=== rf_write_arbiter ===
### Signal wires on met2, rf_write_arbiter

Scale: 3 px per µm.
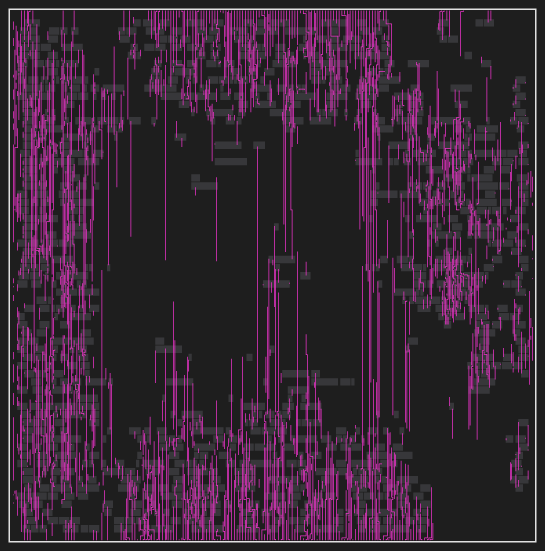
### Wire density map, rf_write_arbiter

Scale: 2 px per µm. The die is cut into 35 by 35 equal tiles; dark blue is low, red is high, scaled to the fullest tile. Values are wire area over tile area, all layers added.
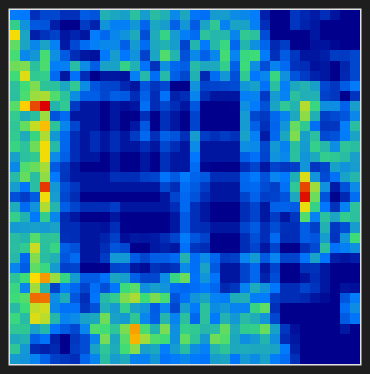
### I/O pins on the die edge, rf_write_arbiter

Scale: 3 px per µm. Pins as bars across the die edge, other pins in gray.
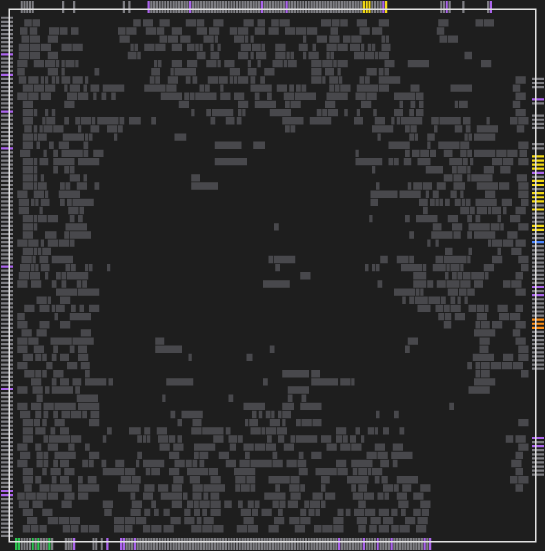
File: src/rtl/rf_pkg.sv
// ============================================================================
//  Module      : rf_pkg
//  Description : Shared constants and types for the register-file write
//                arbiter (special register indices, write record type).
//  Revision    : 1.0 - initial release
// ============================================================================
`default_nettype none

package rf_pkg;

    // Register indices with special meaning in the register file
    localparam logic [4:0] REG_ZE = 5'd0;   // hard-wired zero
    localparam logic [4:0] REG_SE = 5'd1;   // sign/extension register
    localparam logic [4:0] REG_LO = 5'd17;  // mult/div low result
    localparam logic [4:0] REG_HI = 5'd18;  // mult/div high result

    // One write transaction as seen by the register file
    typedef struct packed {
        logic [4:0]  dr;
        logic [31:0] d;
        logic [31:0] d2;
    } rf_wr_t;

endpackage : rf_pkg

`default_nettype wire

File: src/rtl/rr_arbiter.sv
// ============================================================================
//  Module      : rr_arbiter
//  Description : Combinational round-robin arbiter. Grants the first valid
//                requester at or after ptr_i, scanning upward with wrap.
//                Output is one-hot, or all-zero when disabled / nothing valid.
//  Revision    : 1.0 - initial release
// ============================================================================
`default_nettype none

module rr_arbiter #(
    parameter int NUM_REQ = 3,
    parameter int PW      = (NUM_REQ > 1) ? $clog2(NUM_REQ) : 1
) (
    input  logic [NUM_REQ-1:0] valid_i,
    input  logic [PW-1:0]      ptr_i,
    input  logic               en_i,
    output logic [NUM_REQ-1:0] grant_o
);

    logic [PW:0]   w_sum;
    logic [PW-1:0] w_idx;
    logic          w_found;

    // Scan from the pointer upward (mod NUM_REQ); first valid index wins
    always_comb begin
        grant_o = '0;
        w_found = 1'b0;
        w_sum   = '0;
        w_idx   = '0;
        for (int k = 0; k < NUM_REQ; k++) begin
            w_sum = {1'b0, ptr_i} + (PW+1)'(k);
            if (w_sum >= (PW+1)'(NUM_REQ)) begin
                w_sum = w_sum - (PW+1)'(NUM_REQ);
            end
            w_idx = w_sum[PW-1:0];
            if (en_i && !w_found && valid_i[w_idx]) begin
                grant_o[w_idx] = 1'b1;
                w_found        = 1'b1;
            end
        end
    end

endmodule : rr_arbiter

`default_nettype wire

File: src/rtl/rf_write_arbiter.sv
// ============================================================================
//  Module      : rf_write_arbiter
//  Description : Shares the register file's single write port among NUM_REQ
//                producers using round-robin valid/ready arbitration and a
//                single registered output stage. Counts accepted writes.
//                Optional feature macro: RF_ARB_BYPASS_EN - forwards the
//                write currently on the port to the SR1/SR2 read outputs.
//  Revision    : 1.0 - initial release
// ============================================================================
`default_nettype none

module rf_write_arbiter
    import rf_pkg::*;
#(
    parameter int NUM_REQ = 3,
    parameter int DW      = 32,
    parameter int AW      = 5
) (
    input  logic                  clk,
    input  logic                  reset,
    input  logic                  stall,
    input  logic [NUM_REQ-1:0]    req_valid,
    output logic [NUM_REQ-1:0]    req_ready,
    input  logic [NUM_REQ*AW-1:0] req_dr,
    input  logic [NUM_REQ*DW-1:0] req_data,
    input  logic [NUM_REQ*DW-1:0] req_data2,
    output logic                  rf_ld_reg,
    output logic [AW-1:0]         rf_dr,
    output logic [DW-1:0]         rf_data_in,
    output logic [DW-1:0]         rf_data_in2,
    input  logic [AW-1:0]         rd_sr1,
    input  logic [AW-1:0]         rd_sr2,
    input  logic [DW-1:0]         rf_sr1_out,
    input  logic [DW-1:0]         rf_sr2_out,
    output logic [DW-1:0]         byp_sr1_out,
    output logic [DW-1:0]         byp_sr2_out,
    output logic [15:0]           wr_count
);

    localparam int PW = (NUM_REQ > 1) ? $clog2(NUM_REQ) : 1;

    logic [PW-1:0]      ptr_q,   ptr_d;
    logic               ld_q;
    logic [AW-1:0]      dr_q;
    logic [DW-1:0]      data_q,  data2_q;
    logic [15:0]        count_q, count_d;

    logic [NUM_REQ-1:0] w_grant;
    logic               w_accept;
    logic [PW-1:0]      w_gidx;

    // Reset also blocks grants so nothing is accepted while it is held
    rr_arbiter #(
        .NUM_REQ (NUM_REQ),
        .PW      (PW)
    ) u_rr_arbiter (
        .valid_i (req_valid),
        .ptr_i   (ptr_q),
        .en_i    (~stall & ~reset),
        .grant_o (w_grant)
    );

    assign req_ready = w_grant;
    assign w_accept  = |(w_grant & req_valid);

    // One-hot grant to index; next pointer sits just past the winner
    always_comb begin
        w_gidx = '0;
        for (int k = 0; k < NUM_REQ; k++) begin
            if (w_grant[k]) begin
                w_gidx = PW'(k);
            end
        end
        ptr_d   = (w_gidx == PW'(NUM_REQ - 1)) ? '0 : w_gidx + PW'(1);
        count_d = (count_q == 16'hFFFF) ? count_q : count_q + 16'd1;
    end

    // Pointer, output stage and write counter
    always_ff @(posedge clk) begin
        if (reset) begin
            ptr_q   <= '0;
            ld_q    <= 1'b0;
            dr_q    <= '0;
            data_q  <= '0;
            data2_q <= '0;
            count_q <= '0;
        end else begin
            ld_q <= w_accept;
            if (w_accept) begin
                ptr_q   <= ptr_d;
                dr_q    <= req_dr   [w_gidx*AW +: AW];
                data_q  <= req_data [w_gidx*DW +: DW];
                data2_q <= req_data2[w_gidx*DW +: DW];
                count_q <= count_d;
            end
        end
    end

    assign rf_ld_reg   = ld_q;
    assign rf_dr       = dr_q;
    assign rf_data_in  = data_q;
    assign rf_data_in2 = data2_q;
    assign wr_count    = count_q;

`ifdef RF_ARB_BYPASS_EN
    localparam logic [AW-1:0] C_REG_ZE = AW'(REG_ZE);
    localparam logic [AW-1:0] C_REG_SE = AW'(REG_SE);
    localparam logic [AW-1:0] C_REG_LO = AW'(REG_LO);
    localparam logic [AW-1:0] C_REG_HI = AW'(REG_HI);

    // LO/HI are rewritten by every pulse; ZE/SE/LO/HI as DR never forward
    function automatic logic [DW-1:0] f_byp(
        input logic [AW-1:0] sr,
        input logic [DW-1:0] raw,
        input logic          ld,
        input logic [AW-1:0] dr,
        input logic [DW-1:0] d,
        input logic [DW-1:0] d2
    );
        logic special;
        special = (dr == C_REG_ZE) || (dr == C_REG_SE) ||
                  (dr == C_REG_LO) || (dr == C_REG_HI);
        if (!ld)                       return raw;
        else if (sr == C_REG_LO)       return d;
        else if (sr == C_REG_HI)       return d2;
        else if (sr == dr && !special) return d;
        else                           return raw;
    endfunction

    // Forward the in-flight write to both read ports
    always_comb begin
        byp_sr1_out = f_byp(rd_sr1, rf_sr1_out, ld_q, dr_q, data_q, data2_q);
        byp_sr2_out = f_byp(rd_sr2, rf_sr2_out, ld_q, dr_q, data_q, data2_q);
    end
`else
    logic w_unused_sr;

    // Without forwarding the read values pass straight through
    always_comb begin
        byp_sr1_out = rf_sr1_out;
        byp_sr2_out = rf_sr2_out;
        w_unused_sr = ^{rd_sr1, rd_sr2};
    end
`endif

endmodule : rf_write_arbiter

`default_nettype wire

File: config.mk
export PLATFORM = sky130hd
export DESIGN_NAME = rf_write_arbiter
export DESIGN_NICKNAME = d
export VERILOG_FILES = /design/src/rtl/rf_pkg.sv /design/src/rtl/rr_arbiter.sv /design/src/rtl/rf_write_arbiter.sv
export SDC_FILE = /design/constraint.sdc
export NUM_CORES = 1
export LEC_CHECK = 0
export ABC_CLOCK_PERIOD_IN_PS = 5950
export CAP_MARGIN = 20
export CORE_AREA = 2 2 173 175
export DETAILED_ROUTE_END_ITERATION = 10
export DIE_AREA = 0 0 175 177
export GPL_TIMING_DRIVEN = 0
export PLACE_DENSITY = 0.61
export SLEW_MARGIN = 20
export SYNTH_ARGS = -nofsm -noshare
export SYNTH_HDL_FRONTEND = slang
export SYNTH_SLANG_ARGS = --single-unit
File: constraint.sdc
create_clock -name clk -period 5.95 [get_ports clk]
set_input_delay 1.4875 -clock clk [delete_from_list [all_inputs] [get_ports clk]]
set_output_delay 1.4875 -clock clk [all_outputs]
set_load 0.005 [all_outputs]
==> flow_summary.json <==
{
  "status": "finished clean",
  "cts_buffers": 9,
  "htreeDepth": 3,
  "dieArea_um2": 31000,
  "met1_usage": 0.184,
  "setup_ws_ps": 196,
  "finalPower_mw": 1.90,
  "p_leak_nw": 3.68,
  "syn2layout_area_growth_pct": 84.6,
  "cts-root-buf": "clkbuf_16",
  "worst_pin_slew_ps": 869,
  "nets": 1340,
  "yosys-stat-cells": 673,
  "dp_cells": 1428,
  "die_y_um": 177,
  "fin_util": 0.332,
  "worst-path-stages": 9,
  "final_cell_area_um2": 9700,
  "most_common_cell": "dfxtp_1",
  "routed-wl-met3_um": 1780,
  "top_cell_area_share": 0.335,
  "grt_remaining_overflow": 0,
  "worstPathCellList": "clkdlybuf4s50_1 -> a22o_1 -> a211oi_2 -> o2111ai_1 -> and2_1 -> buf_2 -> clkinv_2 -> buf_2 -> clkdlybuf4s50_1",
  "ys_types": 46,
  "xor_share": 0.0117,
  "lay_top_count": "clkdlybuf4s50_1",
  "antenna_found_initial": 0,
  "slew_headroom": 0.421,
  "finish.cell_count_without_fillers": 1444,
  "required_ps": 4460
}
Notes on 'Signal wires on met2' of rf_write_arbiter above:
main direction	vertical
nets with wire on the layer	1109
longest straight run	91.8 µm
share of all routed wire	51%
wire length on this layer	13100 µm
Vias: 6378
met2 Resource Use GR: 0.289

Notes on 'Wire density map' of rf_write_arbiter above:
mean over tiles	0.13
fullest tile	0.60
tiles over half the peak	7.5%
final wirelength: 26000 µm
drt wl/cell: 18.0 µm
gr usage total: 0.160

Notes on 'I/O pins on the die edge' of rf_write_arbiter above:
port	color	pins	direction	edge
req_valid	orange	3	input	right
wr_count	yellow	16	output	12 right, 4 top
reset	blue	1	input	right
rd_sr1	green	5	input	bottom
byp_sr1_out	purple	32	output	11 bottom, 8 left, 7 top, 6 right

[power by group]
group          internal (mW)  total, mW  switching, mW
clock network          0.334      0.612          0.279
registers              0.650      0.684         0.0345
logic                  0.370      0.602          0.232
[cell type report]
type | instances | share of cell area
Timing Repair Buffer | 365 | 0.377
Multi-Input combinational cell | 458 | 0.277
Clock inverter | 6 | 0.00774
Antenna cell | 1 | 0.000258
Buffer | 119 | 0.0790
Inverter | 7 | 0.00310
Clock buffer | 10 | 0.0236
Tap cell | 390 | 0.0503
Sequential cell | 88 | 0.182

=== pwm_capture ===
### src/rtl/pwm_pkg.sv
// pwm_pkg: shared state encoding and constants for the PWM blocks
package pwm_pkg;
    typedef enum logic [1:0] {IDLE, HIGH, LOW} state_t;
    localparam int DUTY_W    = 7;
    localparam int PCT_SCALE = 100;
endpackage

### src/rtl/pwm_duty_div.sv
// pwm_duty_div: sequential restoring divider producing a DUTY_W-bit quotient
module pwm_duty_div
    import pwm_pkg::*;
#(
    parameter int CNT_W = 24
) (
    input  logic                      clk_in,
    input  logic                      rst,
    input  logic                      start,
    input  logic [CNT_W+DUTY_W-1:0]   num,
    input  logic [CNT_W-1:0]          den,
    output logic                      busy,
    output logic                      done,
    output logic [DUTY_W-1:0]         quot
);
    logic [CNT_W+DUTY_W-1:0] rem, dvs;
    logic [DUTY_W-1:0]       q;
    logic [2:0]              iter;
    logic                    bit_q;

    assign bit_q = rem >= dvs;

    // divisor starts aligned to the top quotient bit and shifts right once per cycle
    always_ff @(posedge clk_in or posedge rst) begin
        if (rst) begin
            rem  <= '0;
            dvs  <= '0;
            q    <= '0;
            iter <= '0;
            busy <= 1'b0;
            done <= 1'b0;
            quot <= '0;
        end else begin
            done <= 1'b0;
            if (!busy) begin
                if (start) begin
                    rem  <= num;
                    dvs  <= {1'b0, den, (DUTY_W-1)'(0)};
                    iter <= 3'(DUTY_W - 1);
                    busy <= 1'b1;
                end
            end else begin
                rem  <= bit_q ? rem - dvs : rem;
                dvs  <= dvs >> 1;
                q    <= {q[DUTY_W-2:0], bit_q};
                iter <= iter - 3'd1;
                if (iter == 3'd0) begin
                    busy <= 1'b0;
                    done <= 1'b1;
                    quot <= {q[DUTY_W-2:0], bit_q};
                end
            end
        end
    end
endmodule

### src/rtl/pwm_capture.sv
// pwm_capture: measures period, high time and duty of an incoming PWM pin
module pwm_capture
    import pwm_pkg::*;
#(
    parameter int CNT_W   = 24,
    parameter int TIMEOUT = 2400000
) (
    input  logic              clk_in,
    input  logic              rst,
    input  logic              pwm_in,
    output logic [CNT_W-1:0]  period,
    output logic [CNT_W-1:0]  high_time,
    output logic              meas_valid,
    output logic [DUTY_W-1:0] duty_pct,
    output logic              duty_valid,
    output logic              stuck_high,
    output logic              stuck_low
);
    localparam logic [CNT_W-1:0] TMO = CNT_W'(TIMEOUT);

    state_t            state, state_d;
    logic              s1, s2, s3, rise, fall;
    logic [CNT_W-1:0]  cnt, hi_tmp;
    logic              latch_hi, report, set_sh, set_sl, div_busy;

    assign rise = s2 & ~s3;
    assign fall = ~s2 & s3;

    // synchronizer plus edge-detect delay flop
    always_ff @(posedge clk_in or posedge rst) begin
        if (rst) {s1, s2, s3} <= 3'b000;
        else     {s1, s2, s3} <= {pwm_in, s1, s2};
    end

    // cycle counter restarted by every rise, saturating at the timeout
    always_ff @(posedge clk_in or posedge rst) begin
        if (rst) cnt <= '0;
        else     cnt <= rise ? CNT_W'(1) : (cnt < TMO ? cnt + CNT_W'(1) : cnt);
    end

    // state register
    always_ff @(posedge clk_in or posedge rst) begin
        if (rst) state <= IDLE;
        else     state <= state_d;
    end

    // next state and measurement events; rise wins over timeout
    always_comb begin
        state_d  = state;
        latch_hi = 1'b0;
        report   = 1'b0;
        set_sh   = 1'b0;
        set_sl   = 1'b0;
        case (state)
            IDLE: begin
                if (rise) state_d = HIGH;
                else if (cnt == TMO && !s2 && !stuck_high && !stuck_low) set_sl = 1'b1;
            end
            HIGH: begin
                if (fall) begin
                    latch_hi = 1'b1;
                    state_d  = LOW;
                end else if (cnt == TMO) begin
                    set_sh  = 1'b1;
                    state_d = IDLE;
                end
            end
            LOW: begin
                if (rise) begin
                    report  = 1'b1;
                    state_d = HIGH;
                end else if (cnt == TMO) begin
                    set_sl  = 1'b1;
                    state_d = IDLE;
                end
            end
            default: state_d = IDLE;
        endcase
    end

    // result registers and stuck flags
    always_ff @(posedge clk_in or posedge rst) begin
        if (rst) begin
            hi_tmp     <= '0;
            period     <= '0;
            high_time  <= '0;
            meas_valid <= 1'b0;
            stuck_high <= 1'b0;
            stuck_low  <= 1'b0;
        end else begin
            hi_tmp     <= latch_hi ? cnt : hi_tmp;
            period     <= report ? cnt : period;
            high_time  <= report ? hi_tmp : high_time;
            meas_valid <= report;
            stuck_high <= rise ? 1'b0 : (set_sh ? 1'b1 : stuck_high);
            stuck_low  <= rise ? 1'b0 : (set_sl ? 1'b1 : stuck_low);
        end
    end

    pwm_duty_div #(.CNT_W(CNT_W)) u_div (
        .clk_in (clk_in),
        .rst    (rst),
        .start  (meas_valid),
        .num    ((CNT_W+DUTY_W)'(high_time) * (CNT_W+DUTY_W)'(PCT_SCALE)),
        .den    (period),
        .busy   (div_busy),
        .done   (duty_valid),
        .quot   (duty_pct)
    );
endmodule
### config.mk
export PLATFORM = sky130hd
export DESIGN_NAME = pwm_capture
export DESIGN_NICKNAME = d
export VERILOG_FILES = /design/src/rtl/pwm_pkg.sv /design/src/rtl/pwm_duty_div.sv /design/src/rtl/pwm_capture.sv
export SDC_FILE = /design/constraint.sdc
export NUM_CORES = 1
export LEC_CHECK = 0
export CAP_MARGIN = 20
export CORE_MARGIN = 2
export CORE_UTILIZATION = 66
export CTS_CLUSTER_DIAMETER = 30
export CTS_CLUSTER_SIZE = 30
export DETAILED_ROUTE_END_ITERATION = 8
export PLACE_DENSITY = 0.87
export SETUP_SLACK_MARGIN = 0.3
export SYNTH_ARGS = -nofsm -noshare
export SYNTH_HDL_FRONTEND = slang
export SYNTH_SLANG_ARGS = --single-unit
### constraint.sdc
create_clock -name clk_in -period 9.98 [get_ports clk_in]
set_input_delay 1.996 -clock clk_in [delete_from_list [all_inputs] [get_ports clk_in]]
set_output_delay 1.996 -clock clk_in [all_outputs]
set_load 0.05 [all_outputs]
==> flow_summary.json <==
{
  "status": "finished clean",
  "edf_count": 0,
  "intPower_mw": 1.84,
  "top_power_group": "combinational logic",
  "register_area_um2": 4580,
  "syn_inst": 1250,
  "sh_comb_area": 0.496,
  "met1_usage": 0.387,
  "ys_top_cells_by_area": "dfrtp_1, ha_1, mux2_2",
  "dp_hpwl_um": 19200,
  "biggestCellCategory": "combinational gates",
  "synth_area_leader_cell": "dfrtp_1",
  "rsz0062_at_grt": "no",
  "drc": 0,
  "mostFrequentLayoutCells": "dfrtp_1, nand2_1, inv_1",
  "most_common_cell": "dfrtp_1",
  "setup_tns_ps": 0,
  "worstPathCellList": "ha_1 -> ha_1 -> fa_1 -> ha_1 -> a211oi_1 -> o21ai_0 -> a31oi_1 -> o211ai_1 -> a21oi_1 -> a21oi_1 -> xnor2_1 -> a211o_1 -> o21ai_2",
  "ys_sh_aoi": 0.148,
  "top_regs": "u_div.rem x31, u_div.dvs x30",
  "dr.first_iter.drc_count": 841,
  "cp-start-kind": "register",
  "largest_register": "u_div.rem",
  "final-nonclk-buf-share": 0.0527,
  "powerClk_uw": 688,
  "inverters": 134,
  "cts_tree": "done",
  "synthArstFlopShare": 1.00,
  "switching_share": 0.429,
  "yosysWarnings": 0,
  "ctsResizeCount": 0,
  "ys_sh_mux": 0.0831,
  "firstDrtPassIters": 9,
  "tap_cells": 229,
  "cts_setup_buffers": 0,
  "gp_congestion": 0.915,
  "clock-sinks": 183
}
## metrics by stage
step	power (mW)	utilization	instances	worst slack (ps)	hold WS (ps)
3_5_place_dp	2.50	0.710	1496	5600	343
4_1_cts	3.21	0.743	1528	5870	359
3_3_place_gp	2.46	0.710	1496	5620	337
2_1_floorplan	2.15	-	1250	3010	331
6_report	3.23	0.745	1529	5800	359
5_1_grt	3.43	0.745	1529	5530	362
### Signal wires on met2, pwm_capture

Scale: 3 px per µm.
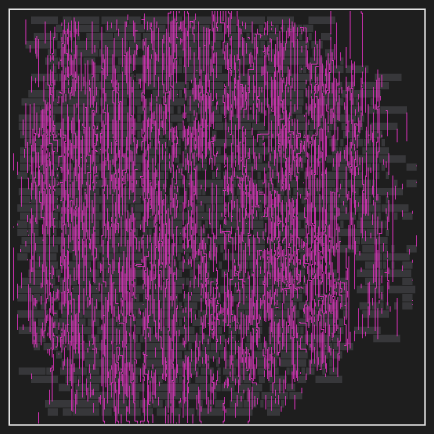
wire length on this layer	13700 µm
longest straight run	50.7 µm
met2 Resource Use GR: 0.497
Vias: 9303
final wirelength: 27600 µm

### The metal 3 layer, pwm_capture

Scale: 3 px per µm.
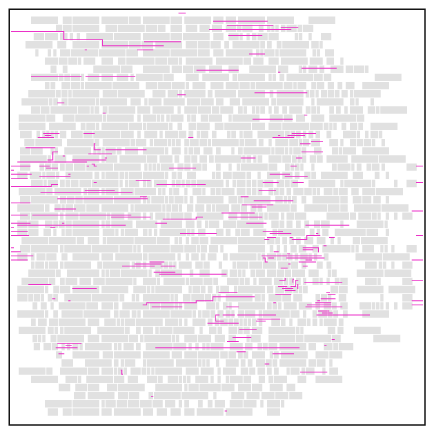
share of all routed wire	4.7%
main direction	horizontal
longest straight run	47.8 µm
nets with wire on the layer	135
wire length on this layer	1300 µm

### Wire density map, pwm_capture

Scale: 3 px per µm. The die is cut into 28 by 28 equal tiles; dark blue is low, red is high, scaled to the fullest tile. Values are wire area over tile area, all layers added.
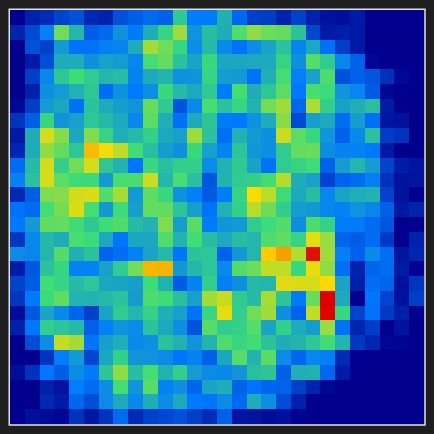
emptiest ninth of the die	lower right
mean over tiles	0.23
fullest tile	0.74


=== mm_sequencer ===
===== src/rtl/mm_sequencer_pkg.sv =====
`default_nettype none
// ============================================================================
// Module      : mm_sequencer_pkg
// Description : Shared state encoding and default dimensions for the
//               matrix-multiply sequencer and its index counters.
// Revision    : 1.0 - initial release
// ============================================================================
package mm_sequencer_pkg;

    // Default operand dimension and the matching index width
    localparam int C_N_DEFAULT  = 3;
    localparam int C_IW_DEFAULT = 2;

    // Sequencer states; unused encodings recover to ST_IDLE
    typedef enum logic [2:0] {
        ST_IDLE  = 3'd0,
        ST_CLEAR = 3'd1,
        ST_ACCUM = 3'd2,
        ST_WRITE = 3'd3,
        ST_DONE  = 3'd4
    } state_t;

endpackage : mm_sequencer_pkg
`default_nettype wire


===== src/rtl/mm_index_counter.sv =====
`default_nettype none
// ============================================================================
// Module      : mm_index_counter
// Description : Mod-N up counter with enable, synchronous clear, active-low
//               synchronous reset and a terminal-count flag (count == N-1).
// Revision    : 1.0 - initial release
// ============================================================================
module mm_index_counter #(
    parameter int N  = 3,
    parameter int IW = 2
) (
    input  logic          clk,
    input  logic          mr,
    input  logic          clr_i,
    input  logic          en_i,
    output logic [IW-1:0] cnt_o,
    output logic          tc_o
);

    localparam logic [IW-1:0] C_LAST = IW'(N - 1);

    logic [IW-1:0] cnt_q;
    logic [IW-1:0] cnt_d;

    // Next count: clear beats enable, enable wraps N-1 back to 0
    always_comb begin
        cnt_d = cnt_q;
        if (clr_i) begin
            cnt_d = '0;
        end else if (en_i) begin
            cnt_d = (cnt_q == C_LAST) ? '0 : cnt_q + 1'b1;
        end
    end

    // Count register with synchronous active-low reset
    always_ff @(posedge clk) begin
        if (!mr) begin
            cnt_q <= '0;
        end else begin
            cnt_q <= cnt_d;
        end
    end

    assign cnt_o = cnt_q;
    assign tc_o  = (cnt_q == C_LAST);

endmodule : mm_index_counter
`default_nettype wire


===== src/rtl/mm_sequencer.sv =====
`default_nettype none
// ============================================================================
// Module      : mm_sequencer
// Description : Control sequencer for an N x N matrix multiply on a single
//               MAC. For each output element (i,j) it clears the accumulator,
//               accumulates N products (k = 0..N-1) and writes the result.
//               Supports stall (hold) and cancel (abort).
// Revision    : 1.0 - initial release
// ============================================================================
module mm_sequencer
    import mm_sequencer_pkg::*;
#(
    parameter int N  = C_N_DEFAULT,
    parameter int IW = C_IW_DEFAULT
) (
    input  logic          clk,
    input  logic          mr,
    input  logic          start,
    input  logic          hold,
    input  logic          abort,
    output logic          busy,
    output logic          done,
    output logic          clr_acc,
    output logic          mac_en,
    output logic          c_we,
    output logic [IW-1:0] row_i,
    output logic [IW-1:0] col_j,
    output logic [IW-1:0] dot_k
);

    state_t state_q;
    state_t state_d;

    logic w_abort;
    logic w_adv;
    logic w_clr_all;
    logic w_last_elem;
    logic w_k_clr;
    logic w_k_en;
    logic w_j_en;
    logic w_i_en;
    logic w_i_tc;
    logic w_j_tc;
    logic w_k_tc;

    // Abort only matters once a job has left IDLE; it overrides hold
    assign w_abort     = abort && (state_q != ST_IDLE);
    // The machine advances only in cycles that are neither held nor aborted
    assign w_adv       = !hold && !w_abort;
    assign w_last_elem = w_i_tc && w_j_tc;

    // All indices return to zero on abort, on job acceptance and on job exit
    assign w_clr_all = w_abort
                    || (w_adv && (state_q == ST_IDLE) && start)
                    || (w_adv && (state_q == ST_DONE));

    // k restarts for every element; it stays at N-1 through WRITE
    assign w_k_clr = w_clr_all || (w_adv && (state_q == ST_CLEAR));
    assign w_k_en  = w_adv && (state_q == ST_ACCUM) && !w_k_tc;
    // j steps after each write except the last; its wrap carries into i
    assign w_j_en  = w_adv && (state_q == ST_WRITE) && !w_last_elem;
    assign w_i_en  = w_j_en && w_j_tc;

    mm_index_counter #(.N(N), .IW(IW)) u_cnt_i (
        .clk   (clk),
        .mr    (mr),
        .clr_i (w_clr_all),
        .en_i  (w_i_en),
        .cnt_o (row_i),
        .tc_o  (w_i_tc)
    );

    mm_index_counter #(.N(N), .IW(IW)) u_cnt_j (
        .clk   (clk),
        .mr    (mr),
        .clr_i (w_clr_all),
        .en_i  (w_j_en),
        .cnt_o (col_j),
        .tc_o  (w_j_tc)
    );

    mm_index_counter #(.N(N), .IW(IW)) u_cnt_k (
        .clk   (clk),
        .mr    (mr),
        .clr_i (w_k_clr),
        .en_i  (w_k_en),
        .cnt_o (dot_k),
        .tc_o  (w_k_tc)
    );

    // State register with synchronous active-low master reset
    always_ff @(posedge clk) begin
        if (!mr) begin
            state_q <= ST_IDLE;
        end else begin
            state_q <= state_d;
        end
    end

    // Next-state decode: abort > hold > normal sequencing
    always_comb begin
        state_d = state_q;
        if (w_abort) begin
            state_d = ST_IDLE;
        end else if (!hold) begin
            case (state_q)
                ST_IDLE:  if (start) state_d = ST_CLEAR;
                ST_CLEAR: state_d = ST_ACCUM;
                ST_ACCUM: if (w_k_tc) state_d = ST_WRITE;
                ST_WRITE: state_d = w_last_elem ? ST_DONE : ST_CLEAR;
                ST_DONE:  state_d = ST_IDLE;
                default:  state_d = ST_IDLE;
            endcase
        end
    end

    // Moore output decode; hold suppresses strobes but not busy
    always_comb begin
        busy    = 1'b0;
        done    = 1'b0;
        clr_acc = 1'b0;
        mac_en  = 1'b0;
        c_we    = 1'b0;
        case (state_q)
            ST_CLEAR: begin
                busy    = 1'b1;
                clr_acc = !hold;
            end
            ST_ACCUM: begin
                busy   = 1'b1;
                mac_en = !hold;
            end
            ST_WRITE: begin
                busy = 1'b1;
                c_we = !hold;
            end
            ST_DONE: begin
                done = !hold;
            end
            default: ;
        endcase
    end

endmodule : mm_sequencer
`default_nettype wire


===== config.mk =====
export PLATFORM = sky130hd
export DESIGN_NAME = mm_sequencer
export DESIGN_NICKNAME = d
export VERILOG_FILES = /design/src/rtl/mm_sequencer_pkg.sv /design/src/rtl/mm_index_counter.sv /design/src/rtl/mm_sequencer.sv
export SDC_FILE = /design/constraint.sdc
export NUM_CORES = 1
export LEC_CHECK = 0
export CAP_MARGIN = 0
export CORE_MARGIN = 10
export CORE_UTILIZATION = 30
export CTS_CLUSTER_SIZE = 12
export DETAILED_ROUTE_END_ITERATION = 16
export PLACE_DENSITY_LB_ADDON = 0.1
export SETUP_SLACK_MARGIN = 0.5
export SLEW_MARGIN = 5
export SYNTH_ARGS = -nofsm -noshare
export SYNTH_HDL_FRONTEND = slang
export SYNTH_SLANG_ARGS = --single-unit

===== constraint.sdc =====
create_clock -name clk -period 4.14 [get_ports clk]
set_clock_uncertainty 0.1 [all_clocks]
set_input_delay 1.035 -clock clk [delete_from_list [all_inputs] [get_ports clk]]
set_output_delay 1.035 -clock clk [all_outputs]
set_load 0.01 [all_outputs]

### Routing congestion, mm_sequencer

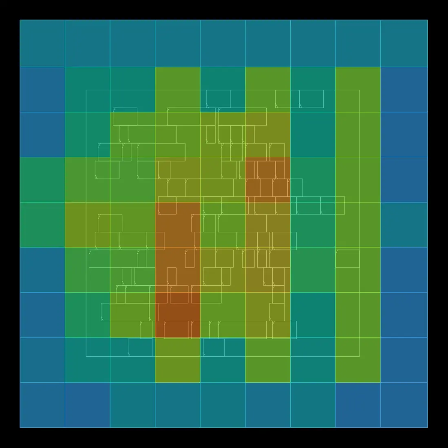
drt wl/cell: 12.9 µm
grt met1 use: 0.0731

### The metal 3 layer, mm_sequencer

Scale: 8 px per µm.
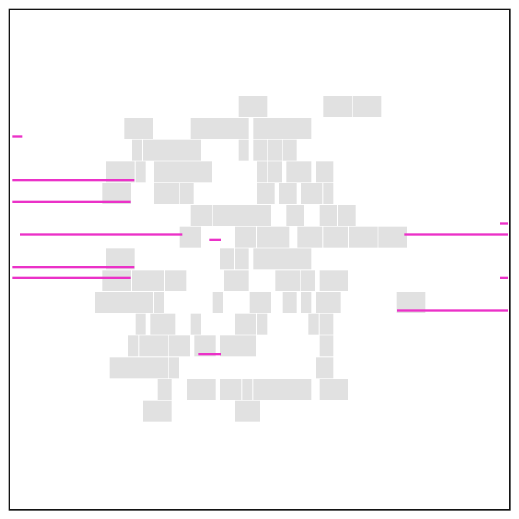
nets with wire on the layer	10
share of all routed wire	8.1%
wire length on this layer	111 µm
main direction	horizontal
Vias: 529
final wirelength: 1370 µm
GR met3 Demand/Resource: 0.0341

### I/O pins on the die edge, mm_sequencer

Scale: 8 px per µm. Pins as bars across the die edge, other pins in gray.
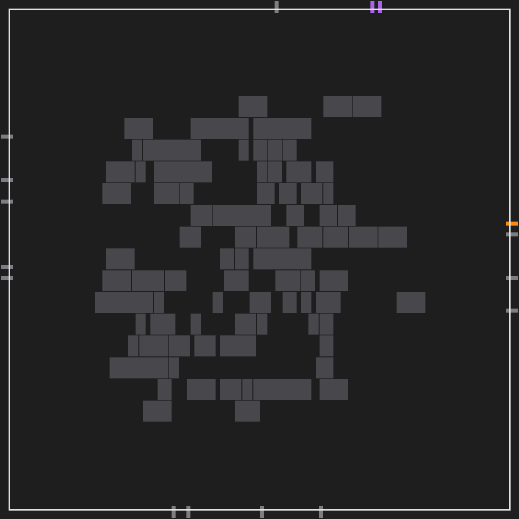
port	color	pins	direction	edge
dot_k	purple	2	output	top
clr_acc	orange	1	output	right
all pins by edge	5 left, 4 bottom, 4 right, 3 top

worst min path at each step:
stage	slack [ps]	cells past startpoint	end
6_report	420	2	u_cnt_k.cnt_o[1]$_SDFFE_PP0P_
5_1_grt	470	2	u_cnt_k.cnt_o[1]$_SDFFE_PP0P_
4_1_cts	430	2	u_cnt_k.cnt_o[1]$_SDFFE_PP0P_
3_5_place_dp	420	2	u_cnt_k.cnt_o[1]$_SDFFE_PP0P_
3_3_place_gp	420	2	u_cnt_k.cnt_o[1]$_SDFFE_PP0P_
2_1_floorplan	430	2	u_cnt_k.cnt_o[1]$_SDFFE_PP0P_
==> flow_summary.json <==
{
  "fp-utilization": 0.316,
  "drive_above_1_share": 0.0741,
  "power_frac_clock": 0.379,
  "die_y_um": 62.4,
  "cp_slowest_cell": "clkdlybuf4s50_1",
  "synth.net_count": 71,
  "logic_area_um2": 323,
  "clkbuf_count": 4,
  "place_ws_ps": 388,
  "ys_types": 33,
  "startpoint": "hold",
  "synth_area_leader_cell": "dfxtp_1",
  "mostFrequentLayoutCells": "clkdlybuf4s50_1, nor2_1, dfxtp_1",
  "ant_nets": 0,
  "syn2layout_area_growth_pct": 33.6,
  "cts_hold_buf": 0,
  "critPathBufInv": 2,
  "final_cell_area_um2": 721,
  "dieArea_um2": 3890,
  "status": "finished clean",
  "ys_top_cells_by_area": "dfxtp_1, nor2_1, a21oi_1",
  "setup_viol_count_final": 0,
  "r2r_setup_slack_ps": 2480,
  "setup_tns_ps": 0,
  "xor_share": 0.0162,
  "logic_gate_count": 50,
  "combPwrFrac": 0.115,
  "cts-root-buf": "clkbuf_4",
  "cts_buffer_depth": 2,
  "die_w_um": 62.4,
  "htreeDepth": 1,
  "slew_headroom": 0.683,
  "power_switching_uw": 43.2,
  "sh_comb_area": 0.448,
  "antenna_found_initial": 0,
  "netlist_logic_family_top": "simple AND/OR/NAND/NOR gates",
  "grt_pass1_wl_um": 2200,
  "synthArstFlopShare": 0,
  "wl_met1_um": 634,
  "lay_top_count": "clkdlybuf4s50_1",
  "placed_area_um2": 696,
  "portBuffers": 15,
  "grt_max_degree": 16,
  "path_clk_slew_ps": 60,
  "powerClk_uw": 67.7
}

=== reg_cmd_arbiter ===
==> config.mk <==
export PLATFORM = sky130hd
export DESIGN_NAME = reg_cmd_arbiter
export DESIGN_NICKNAME = d
export VERILOG_FILES = /design/src/rtl/reg_cmd_arbiter.sv
export SDC_FILE = /design/constraint.sdc
export NUM_CORES = 1
export LEC_CHECK = 0
export ABC_CLOCK_PERIOD_IN_PS = 2400
export CAP_MARGIN = 40
export CORE_ASPECT_RATIO = 1.5
export CORE_MARGIN = 2
export CORE_UTILIZATION = 30
export CTS_BUF_LIST = sky130_fd_sc_hd__clkbuf_4 sky130_fd_sc_hd__clkbuf_8
export CTS_CLUSTER_SIZE = 12
export DETAILED_ROUTE_END_ITERATION = 10
export PLACE_DENSITY = 0.71
export RECOVER_POWER = 50
export SYNTH_ARGS = -nofsm -noshare
export SYNTH_HDL_FRONTEND = slang
export SYNTH_SLANG_ARGS = --single-unit
==> constraint.sdc <==
create_clock -name clk -period 2.4 [get_ports clk]
set_clock_uncertainty 0.15 [all_clocks]
set_input_delay 0.72 -clock clk [delete_from_list [all_inputs] [get_ports clk]]
set_output_delay 0.72 -clock clk [all_outputs]
set_load 0.02 [all_outputs]
==> src/rtl/reg_cmd_arbiter.sv <==
// ---------------------------------------------------------------------------
// reg_cmd_arbiter
//
// Round-robin arbiter that turns (address, data) register-write commands from
// several requesters into the byte stream expected by the register manager:
// one address byte, one data byte, then one idle cycle for the broadcast.
// A requester may hold req_lock to keep the grant across commands.
//
// Ports
//   clk        : system clock, rising edge
//   reset_n    : asynchronous active-low reset
//   req_valid  : [NREQ]   command pending per requester
//   req_addr   : [8*NREQ] byte i = register address of requester i
//   req_data   : [8*NREQ] byte i = register data of requester i
//   req_lock   : [NREQ]   requester keeps the grant after its command
//   req_ack    : [NREQ]   one-cycle pulse when requester's command is issued
//   cmd_out    : [8]      command byte (valid while cmd_wr is high)
//   cmd_wr     : command byte strobe
//   grant_id   : [IDW]    current / most recently granted requester
//   busy       : high while a command is in flight (address or data cycle)
// ---------------------------------------------------------------------------
module reg_cmd_arbiter #(
  parameter int NREQ = 2,
  parameter int IDW  = (NREQ <= 2) ? 1 : $clog2(NREQ)
) (
  input  logic              clk,
  input  logic              reset_n,
  input  logic [NREQ-1:0]   req_valid,
  input  logic [8*NREQ-1:0] req_addr,
  input  logic [8*NREQ-1:0] req_data,
  input  logic [NREQ-1:0]   req_lock,
  output logic [NREQ-1:0]   req_ack,
  output logic [7:0]        cmd_out,
  output logic              cmd_wr,
  output logic [IDW-1:0]    grant_id,
  output logic              busy
);

  typedef enum logic [1:0] {
    IDLE = 2'd0,
    ADDR = 2'd1,
    DATA = 2'd2,
    GAP  = 2'd3
  } state_t;

  // Requester NREQ-1 counts as "last granted" after reset so that the first
  // search starts at requester 0.
  localparam logic [IDW-1:0] LAST_INIT = IDW'(NREQ - 1);

  state_t         state_reg, state_next;
  logic [7:0]     addr_reg,  addr_next;
  logic [7:0]     data_reg,  data_next;
  logic [IDW-1:0] grant_reg, grant_next;
  logic [IDW-1:0] last_reg,  last_next;
  logic           lock_reg,  lock_next;

  // Per-requester byte views of the flattened address/data buses.
  logic [7:0] addr_byte [NREQ];
  logic [7:0] data_byte [NREQ];

  for (genvar gi = 0; gi < NREQ; gi++) begin : g_bytes
    assign addr_byte[gi] = req_addr[8*gi +: 8];
    assign data_byte[gi] = req_data[8*gi +: 8];
  end

  // -------------------------------------------------------------------------
  // Round-robin search: first valid requester after last_reg, wrapping.
  // -------------------------------------------------------------------------
  logic           rr_found;
  logic [IDW-1:0] rr_idx;
  logic [IDW-1:0] cand_idx;

  always_comb begin
    rr_found = 1'b0;
    rr_idx   = '0;
    cand_idx = '0;
    for (int k = 1; k <= NREQ; k++) begin
      cand_idx = IDW'((int'(last_reg) + k) % NREQ);
      if (!rr_found && req_valid[cand_idx]) begin
        rr_found = 1'b1;
        rr_idx   = cand_idx;
      end
    end
  end

  // -------------------------------------------------------------------------
  // Lock handling. The lock persists while the owner either has a command
  // ready or still asserts req_lock; once the owner releases req_lock with
  // nothing pending, the normal round-robin search takes over in the same
  // cycle. Since last_reg equals grant_reg at that point, the search resumes
  // from grant_id+1.
  // -------------------------------------------------------------------------
  logic           hold_lock;
  logic           win_found;
  logic [IDW-1:0] win_idx;

  always_comb begin
    hold_lock = lock_reg && (req_valid[grant_reg] || req_lock[grant_reg]);
    win_found = rr_found;
    win_idx   = rr_idx;
    if (hold_lock) begin
      win_found = req_valid[grant_reg];
      win_idx   = grant_reg;
    end
  end

  // -------------------------------------------------------------------------
  // State register
  // -------------------------------------------------------------------------
  always_ff @(posedge clk or negedge reset_n) begin
    if (!reset_n) begin
      state_reg <= IDLE;
      addr_reg  <= 8'h00;
      data_reg  <= 8'h00;
      grant_reg <= '0;
      last_reg  <= LAST_INIT;
      lock_reg  <= 1'b0;
    end else begin
      state_reg <= state_next;
      addr_reg  <= addr_next;
      data_reg  <= data_next;
      grant_reg <= grant_next;
      last_reg  <= last_next;
      lock_reg  <= lock_next;
    end
  end

  // -------------------------------------------------------------------------
  // Next state and outputs. Outputs decode the state register only, so an
  // asserted reset forces them to their idle values immediately.
  // -------------------------------------------------------------------------
  always_comb begin
    state_next = state_reg;
    addr_next  = addr_reg;
    data_next  = data_reg;
    grant_next = grant_reg;
    last_next  = last_reg;
    lock_next  = lock_reg;
    cmd_out    = 8'h00;
    cmd_wr     = 1'b0;
    busy       = 1'b0;
    req_ack    = '0;

    case (state_reg)
      IDLE, GAP: begin
        lock_next = hold_lock;
        if (win_found) begin
          // Command bytes are captured here; the requester may change its
          // inputs freely afterwards without corrupting the issued command.
          addr_next  = addr_byte[win_idx];
          data_next  = data_byte[win_idx];
          grant_next = win_idx;
          last_next  = win_idx;
          state_next = ADDR;
        end else begin
          state_next = IDLE;
        end
      end

      ADDR: begin
        cmd_out    = addr_reg;
        cmd_wr     = 1'b1;
        busy       = 1'b1;
        state_next = DATA;
      end

      DATA: begin
        cmd_out          = data_reg;
        cmd_wr           = 1'b1;
        busy             = 1'b1;
        req_ack[grant_reg] = 1'b1;
        lock_next        = req_lock[grant_reg];
        state_next       = GAP;
      end

      default: begin
        state_next = IDLE;
      end
    endcase
  end

  assign grant_id = grant_reg;

endmodule

### The metal 3 layer, reg_cmd_arbiter

Scale: 6 px per µm.
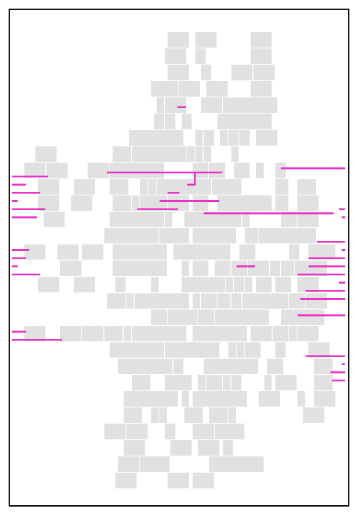
nets with wire on the layer	33
longest straight run	21.4 µm
main direction	horizontal
wire length on this layer	174 µm
share of all routed wire	5.4%

==> flow_summary.json <==
{
  "worstSkewPairLatency_ps": 260,
  "top_cell_area_share": 0.406,
  "critPathBufInv": 3,
  "finalMaxSlewViolations": 0,
  "fmax_mhz": 423,
  "syn2layout_area_growth_pct": 57.6,
  "vias": 1094,
  "dr.first_iter.drc_count": 36,
  "die_w_um": 56.3,
  "wl_per_cell_um": 14.3,
  "warnings": 28,
  "avgSynthCellArea_um2": 10.1,
  "drc": 0,
  "register_area_um2": 528,
  "nets": 221,
  "tap_cells": 45,
  "reg2reg_from": "state_reg[0]$_DFF_PN0_",
  "yosysWarnings": 0,
  "dp_hpwl_um": 2280,
  "powerClk_uw": 227,
  "power_switching_mw": 1.19,
  "p_leak_nw": 0.849,
  "yosys-stat-cells": 122,
  "status": "finished clean",
  "ir_drop_mv": 0.829
}
### Routing congestion, reg_cmd_arbiter

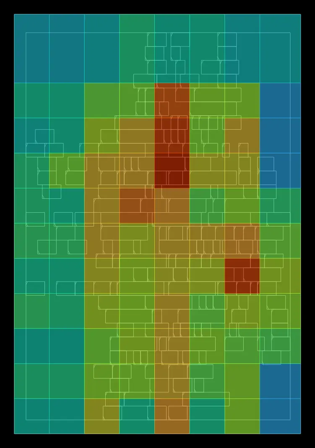
final core occ: 0.491
gr usage total: 0.133
most used routing layer: met2

[tightest hold or removal path: stages (launching register included)]
cell and delay, ps:
dfrtp_1 350, nor2_1 60, a21oi_2 90
[cell families (layout without fill, tap and decap cells)]
family,Yosys count,after routing,share of synthesized area
and+or+nand+nor,38,38,0.158
AOI/OAI and AO/OA,31,31,0.181
DFF,21,21,0.427
muxes,17,17,0.138
buffers and inverters,13,71,0.0751
adders and majority gates,2,2,0.0203

=== lpif_dstrm_flit_packer ===
File: src/rtl/lpif_dstrm_flit_packer.sv
// Packs pairs of same-protid 32-bit link-layer beats into 64-bit flit pairs for the LPIF master.
// A lone held beat is flushed as a single flit on timeout, protid change or loss of tx_online.
module lpif_dstrm_flit_packer #(
  parameter int unsigned CNT_W = 16
) (
  input  logic        clk_wr,
  input  logic        rst_wr_n,
  input  logic        tx_online,
  input  logic [7:0]  flush_timeout,
  input  logic [7:0]  lp_state,
  input  logic [3:0]  lp_protid,
  input  logic [31:0] lp_data,
  input  logic        lp_crc,
  input  logic        lp_crc_valid,
  input  logic        lp_valid,
  output logic        lp_ready,
  output logic [7:0]  dstrm_state,
  output logic [3:0]  dstrm_protid,
  output logic [63:0] dstrm_data,
  output logic [1:0]  dstrm_dvalid,
  output logic [1:0]  dstrm_crc,
  output logic [1:0]  dstrm_crc_valid,
  output logic [1:0]  dstrm_valid,
  output logic [31:0] packer_debug_status
);

  typedef enum logic [0:0] {IDLE, HOLD} state_t;

  state_t      state, state_nxt;
  logic [31:0] hold_data, hold_data_nxt;
  logic [3:0]  hold_protid, hold_protid_nxt;
  logic        hold_crc, hold_crc_nxt;
  logic        hold_crc_valid, hold_crc_valid_nxt;
  logic [7:0]  cnt, cnt_nxt;

  logic        accept;
  logic        emit_pair;
  logic        emit_single;
  logic [31:0] sgl_data;
  logic [3:0]  sgl_protid;
  logic        sgl_crc;
  logic        sgl_crc_valid;
  logic        timed_out;

  logic [CNT_W-1:0] pair_cnt;
  logic [CNT_W-1:0] single_cnt;

  assign lp_ready = tx_online;
  assign accept   = lp_valid & tx_online;

  // Greater-or-equal so a shrinking flush_timeout flushes on the next idle cycle;
  // a timeout of 0 seen while holding also flushes immediately.
  assign timed_out = ({1'b0, cnt} + 9'd1) >= {1'b0, flush_timeout};

  always_comb begin
    state_nxt          = state;
    hold_data_nxt      = hold_data;
    hold_protid_nxt    = hold_protid;
    hold_crc_nxt       = hold_crc;
    hold_crc_valid_nxt = hold_crc_valid;
    cnt_nxt            = cnt;
    emit_pair          = 1'b0;
    emit_single        = 1'b0;
    sgl_data           = hold_data;
    sgl_protid         = hold_protid;
    sgl_crc            = hold_crc;
    sgl_crc_valid      = hold_crc_valid;

    case (state)
      IDLE: begin
        if (accept) begin
          if (flush_timeout == 8'd0) begin
            emit_single   = 1'b1;
            sgl_data      = lp_data;
            sgl_protid    = lp_protid;
            sgl_crc       = lp_crc;
            sgl_crc_valid = lp_crc_valid;
          end else begin
            hold_data_nxt      = lp_data;
            hold_protid_nxt    = lp_protid;
            hold_crc_nxt       = lp_crc;
            hold_crc_valid_nxt = lp_crc_valid;
            cnt_nxt            = '0;
            state_nxt          = HOLD;
          end
        end
      end
      HOLD: begin
        if (!tx_online) begin
          emit_single = 1'b1;
          state_nxt   = IDLE;
        end else if (accept && (lp_protid == hold_protid)) begin
          emit_pair = 1'b1;
          state_nxt = IDLE;
        end else if (accept) begin
          emit_single        = 1'b1;
          hold_data_nxt      = lp_data;
          hold_protid_nxt    = lp_protid;
          hold_crc_nxt       = lp_crc;
          hold_crc_valid_nxt = lp_crc_valid;
          cnt_nxt            = '0;
        end else if (timed_out) begin
          emit_single = 1'b1;
          state_nxt   = IDLE;
        end else begin
          cnt_nxt = cnt + 8'd1;
        end
      end
      default: state_nxt = IDLE;
    endcase
  end

  always_ff @(posedge clk_wr or negedge rst_wr_n) begin
    if (!rst_wr_n) begin
      state          <= IDLE;
      hold_data      <= '0;
      hold_protid    <= '0;
      hold_crc       <= 1'b0;
      hold_crc_valid <= 1'b0;
      cnt            <= '0;
    end else begin
      state          <= state_nxt;
      hold_data      <= hold_data_nxt;
      hold_protid    <= hold_protid_nxt;
      hold_crc       <= hold_crc_nxt;
      hold_crc_valid <= hold_crc_valid_nxt;
      cnt            <= cnt_nxt;
    end
  end

  // Output register: data/crc/protid keep their last value when no flit is loaded.
  always_ff @(posedge clk_wr or negedge rst_wr_n) begin
    if (!rst_wr_n) begin
      dstrm_state     <= '0;
      dstrm_protid    <= '0;
      dstrm_data      <= '0;
      dstrm_dvalid    <= '0;
      dstrm_crc       <= '0;
      dstrm_crc_valid <= '0;
    end else begin
      dstrm_state <= lp_state;
      if (emit_pair) begin
        dstrm_data      <= {lp_data, hold_data};
        dstrm_protid    <= hold_protid;
        dstrm_dvalid    <= 2'b11;
        dstrm_crc       <= {lp_crc, hold_crc};
        dstrm_crc_valid <= {lp_crc_valid, hold_crc_valid};
      end else if (emit_single) begin
        dstrm_data      <= {32'd0, sgl_data};
        dstrm_protid    <= sgl_protid;
        dstrm_dvalid    <= 2'b01;
        dstrm_crc       <= {1'b0, sgl_crc};
        dstrm_crc_valid <= {1'b0, sgl_crc_valid};
      end else begin
        dstrm_dvalid    <= '0;
        dstrm_crc_valid <= '0;
      end
    end
  end

  assign dstrm_valid = dstrm_dvalid;

  always_ff @(posedge clk_wr or negedge rst_wr_n) begin
    if (!rst_wr_n) begin
      pair_cnt   <= '0;
      single_cnt <= '0;
    end else begin
      if (emit_pair && (pair_cnt != '1)) begin
        pair_cnt <= pair_cnt + 1'b1;
      end
      if (emit_single && (single_cnt != '1)) begin
        single_cnt <= single_cnt + 1'b1;
      end
    end
  end

  assign packer_debug_status = {single_cnt, pair_cnt};

endmodule

File: config.mk
export PLATFORM = sky130hd
export DESIGN_NAME = lpif_dstrm_flit_packer
export DESIGN_NICKNAME = d
export VERILOG_FILES = /design/src/rtl/lpif_dstrm_flit_packer.sv
export SDC_FILE = /design/constraint.sdc
export NUM_CORES = 1
export LEC_CHECK = 0
export ABC_CLOCK_PERIOD_IN_PS = 3850
export CORE_ASPECT_RATIO = 0.75
export CORE_UTILIZATION = 30
export DETAILED_ROUTE_END_ITERATION = 10
export HOLD_SLACK_MARGIN = 0.08
export PLACE_DENSITY = 0.63
export SYNTH_ARGS = -nofsm -noshare
export SYNTH_HDL_FRONTEND = slang
export SYNTH_SLANG_ARGS = --single-unit
File: constraint.sdc
create_clock -name clk_wr -period 3.85 [get_ports clk_wr]
set_clock_uncertainty 0.2 [all_clocks]
set_input_delay 0.385 -clock clk_wr [delete_from_list [all_inputs] [get_ports clk_wr]]
set_output_delay 0.385 -clock clk_wr [all_outputs]
set_load 0.005 [all_outputs]
### Signal wires on met2, lpif_dstrm_flit_packer

Scale: 3 px per µm.
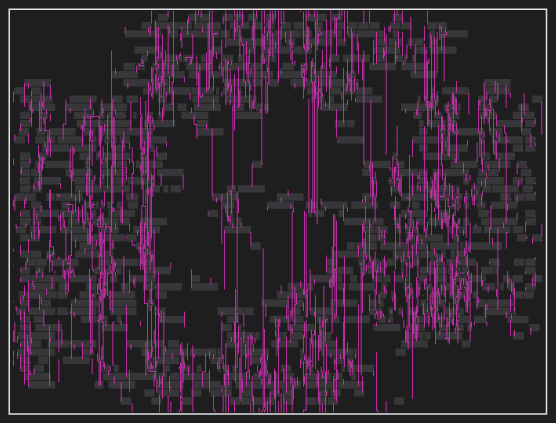
longest straight run	53.9 µm
wire length on this layer	7310 µm

### The metal 3 layer, lpif_dstrm_flit_packer

Scale: 3 px per µm.
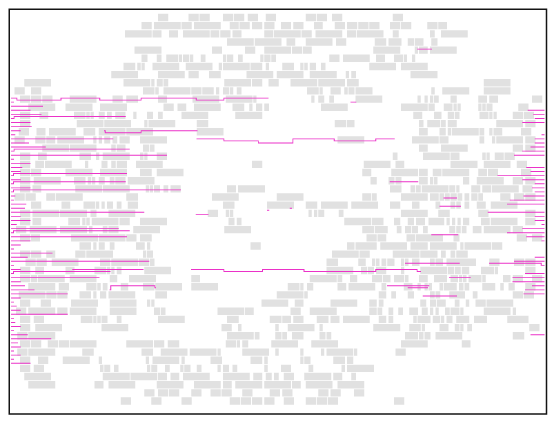
main direction	horizontal
longest straight run	55.7 µm
wire length on this layer	1460 µm
GR met3 Demand/Resource: 0.0638
Vias: 5310
final wirelength: 17900 µm

### Routing congestion, lpif_dstrm_flit_packer

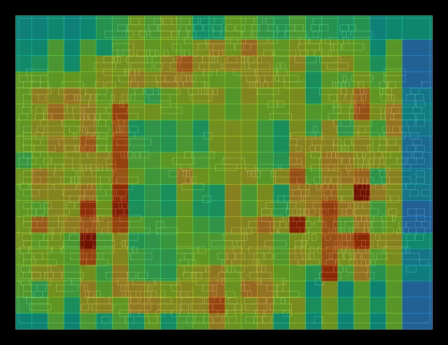
met2 Resource Use GR: 0.219
most used routing layer: met1
drt wl/cell: 16.1 µm
gr usage total: 0.157
final core occ: 0.421

layout make-up:
class                      count  area [µm²]
clock buffer                  17         425
tap                          300         375
clock inverter                15         159
timing repair buffer         188        1880
sequential                   161        4030
fill                        2198       13300
inverter                      13        52.6
multi-input combinational    415        2760
cells by family after synthesis:
family	share of synthesized area
and+or+nand+nor	0.149
DFF	0.574
AOI/OAI and AO/OA	0.104
buffers and inverters	0.0355
muxes	0.0705
xor gates and xnor gates	0.0474
adders and majority gates	0.0196
==> flow_summary.json <==
{
  "status": "finished clean",
  "setup_ws_ps": 249,
  "antenna_found_initial": 1,
  "avgViaCountPerCell": 4.79,
  "synthArstFlopShare": 1.00,
  "largest_register": "dstrm_data",
  "power_frac_clock": 0.350,
  "hold_path_startpoint": "lp_state[3]",
  "crit_fanout": 30,
  "r2r_cells": 11,
  "hold_violations": 0,
  "setup_viol_count_final": 0,
  "cts_hold_buf": 1,
  "die_y_um": 134,
  "powerClk_mw": 1.66,
  "top_power_group": "registers",
  "dieArea_um2": 24000,
  "most_common_cell": "dfrtp_1",
  "min_to": "dstrm_state[3]$_DFF_PN0_",
  "ctsResizeCount": 0,
  "lay_top_count": "clkdlybuf4s50_1",
  "holdWs_ps": 195,
  "avgSynthCellArea_um2": 11.2
}


==> screenshots <==
Wire density map.
picture 1
Scale: 4 px per µm. The die is cut into 11 by 16 equal tiles; dark blue is low, red is high, scaled to the fullest tile. Values are wire area over tile area, all layers added.
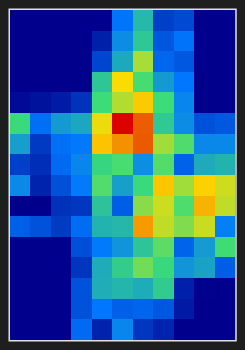
picture 2
Scale: 2 px per µm. The die is cut into 36 by 27 equal tiles; dark blue is low, red is high, scaled to the fullest tile. Values are wire area over tile area, all layers added.
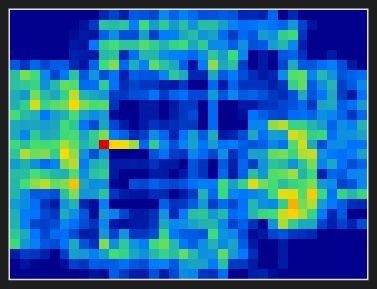
picture 3
Scale: 6 px per µm. The die is cut into 12 by 12 equal tiles; dark blue is low, red is high, scaled to the fullest tile. Values are wire area over tile area, all layers added.
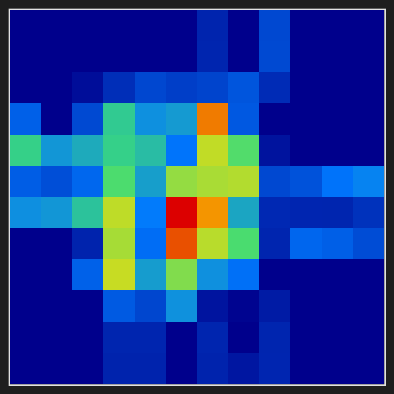
picture 2 -> lpif_dstrm_flit_packer
picture 1 -> reg_cmd_arbiter
picture 3 -> mm_sequencer
Of these, smallest die: picture 3
Of these, largest die: picture 2

Power figures rest on the tool's default switching activity, not on a simulated workload.
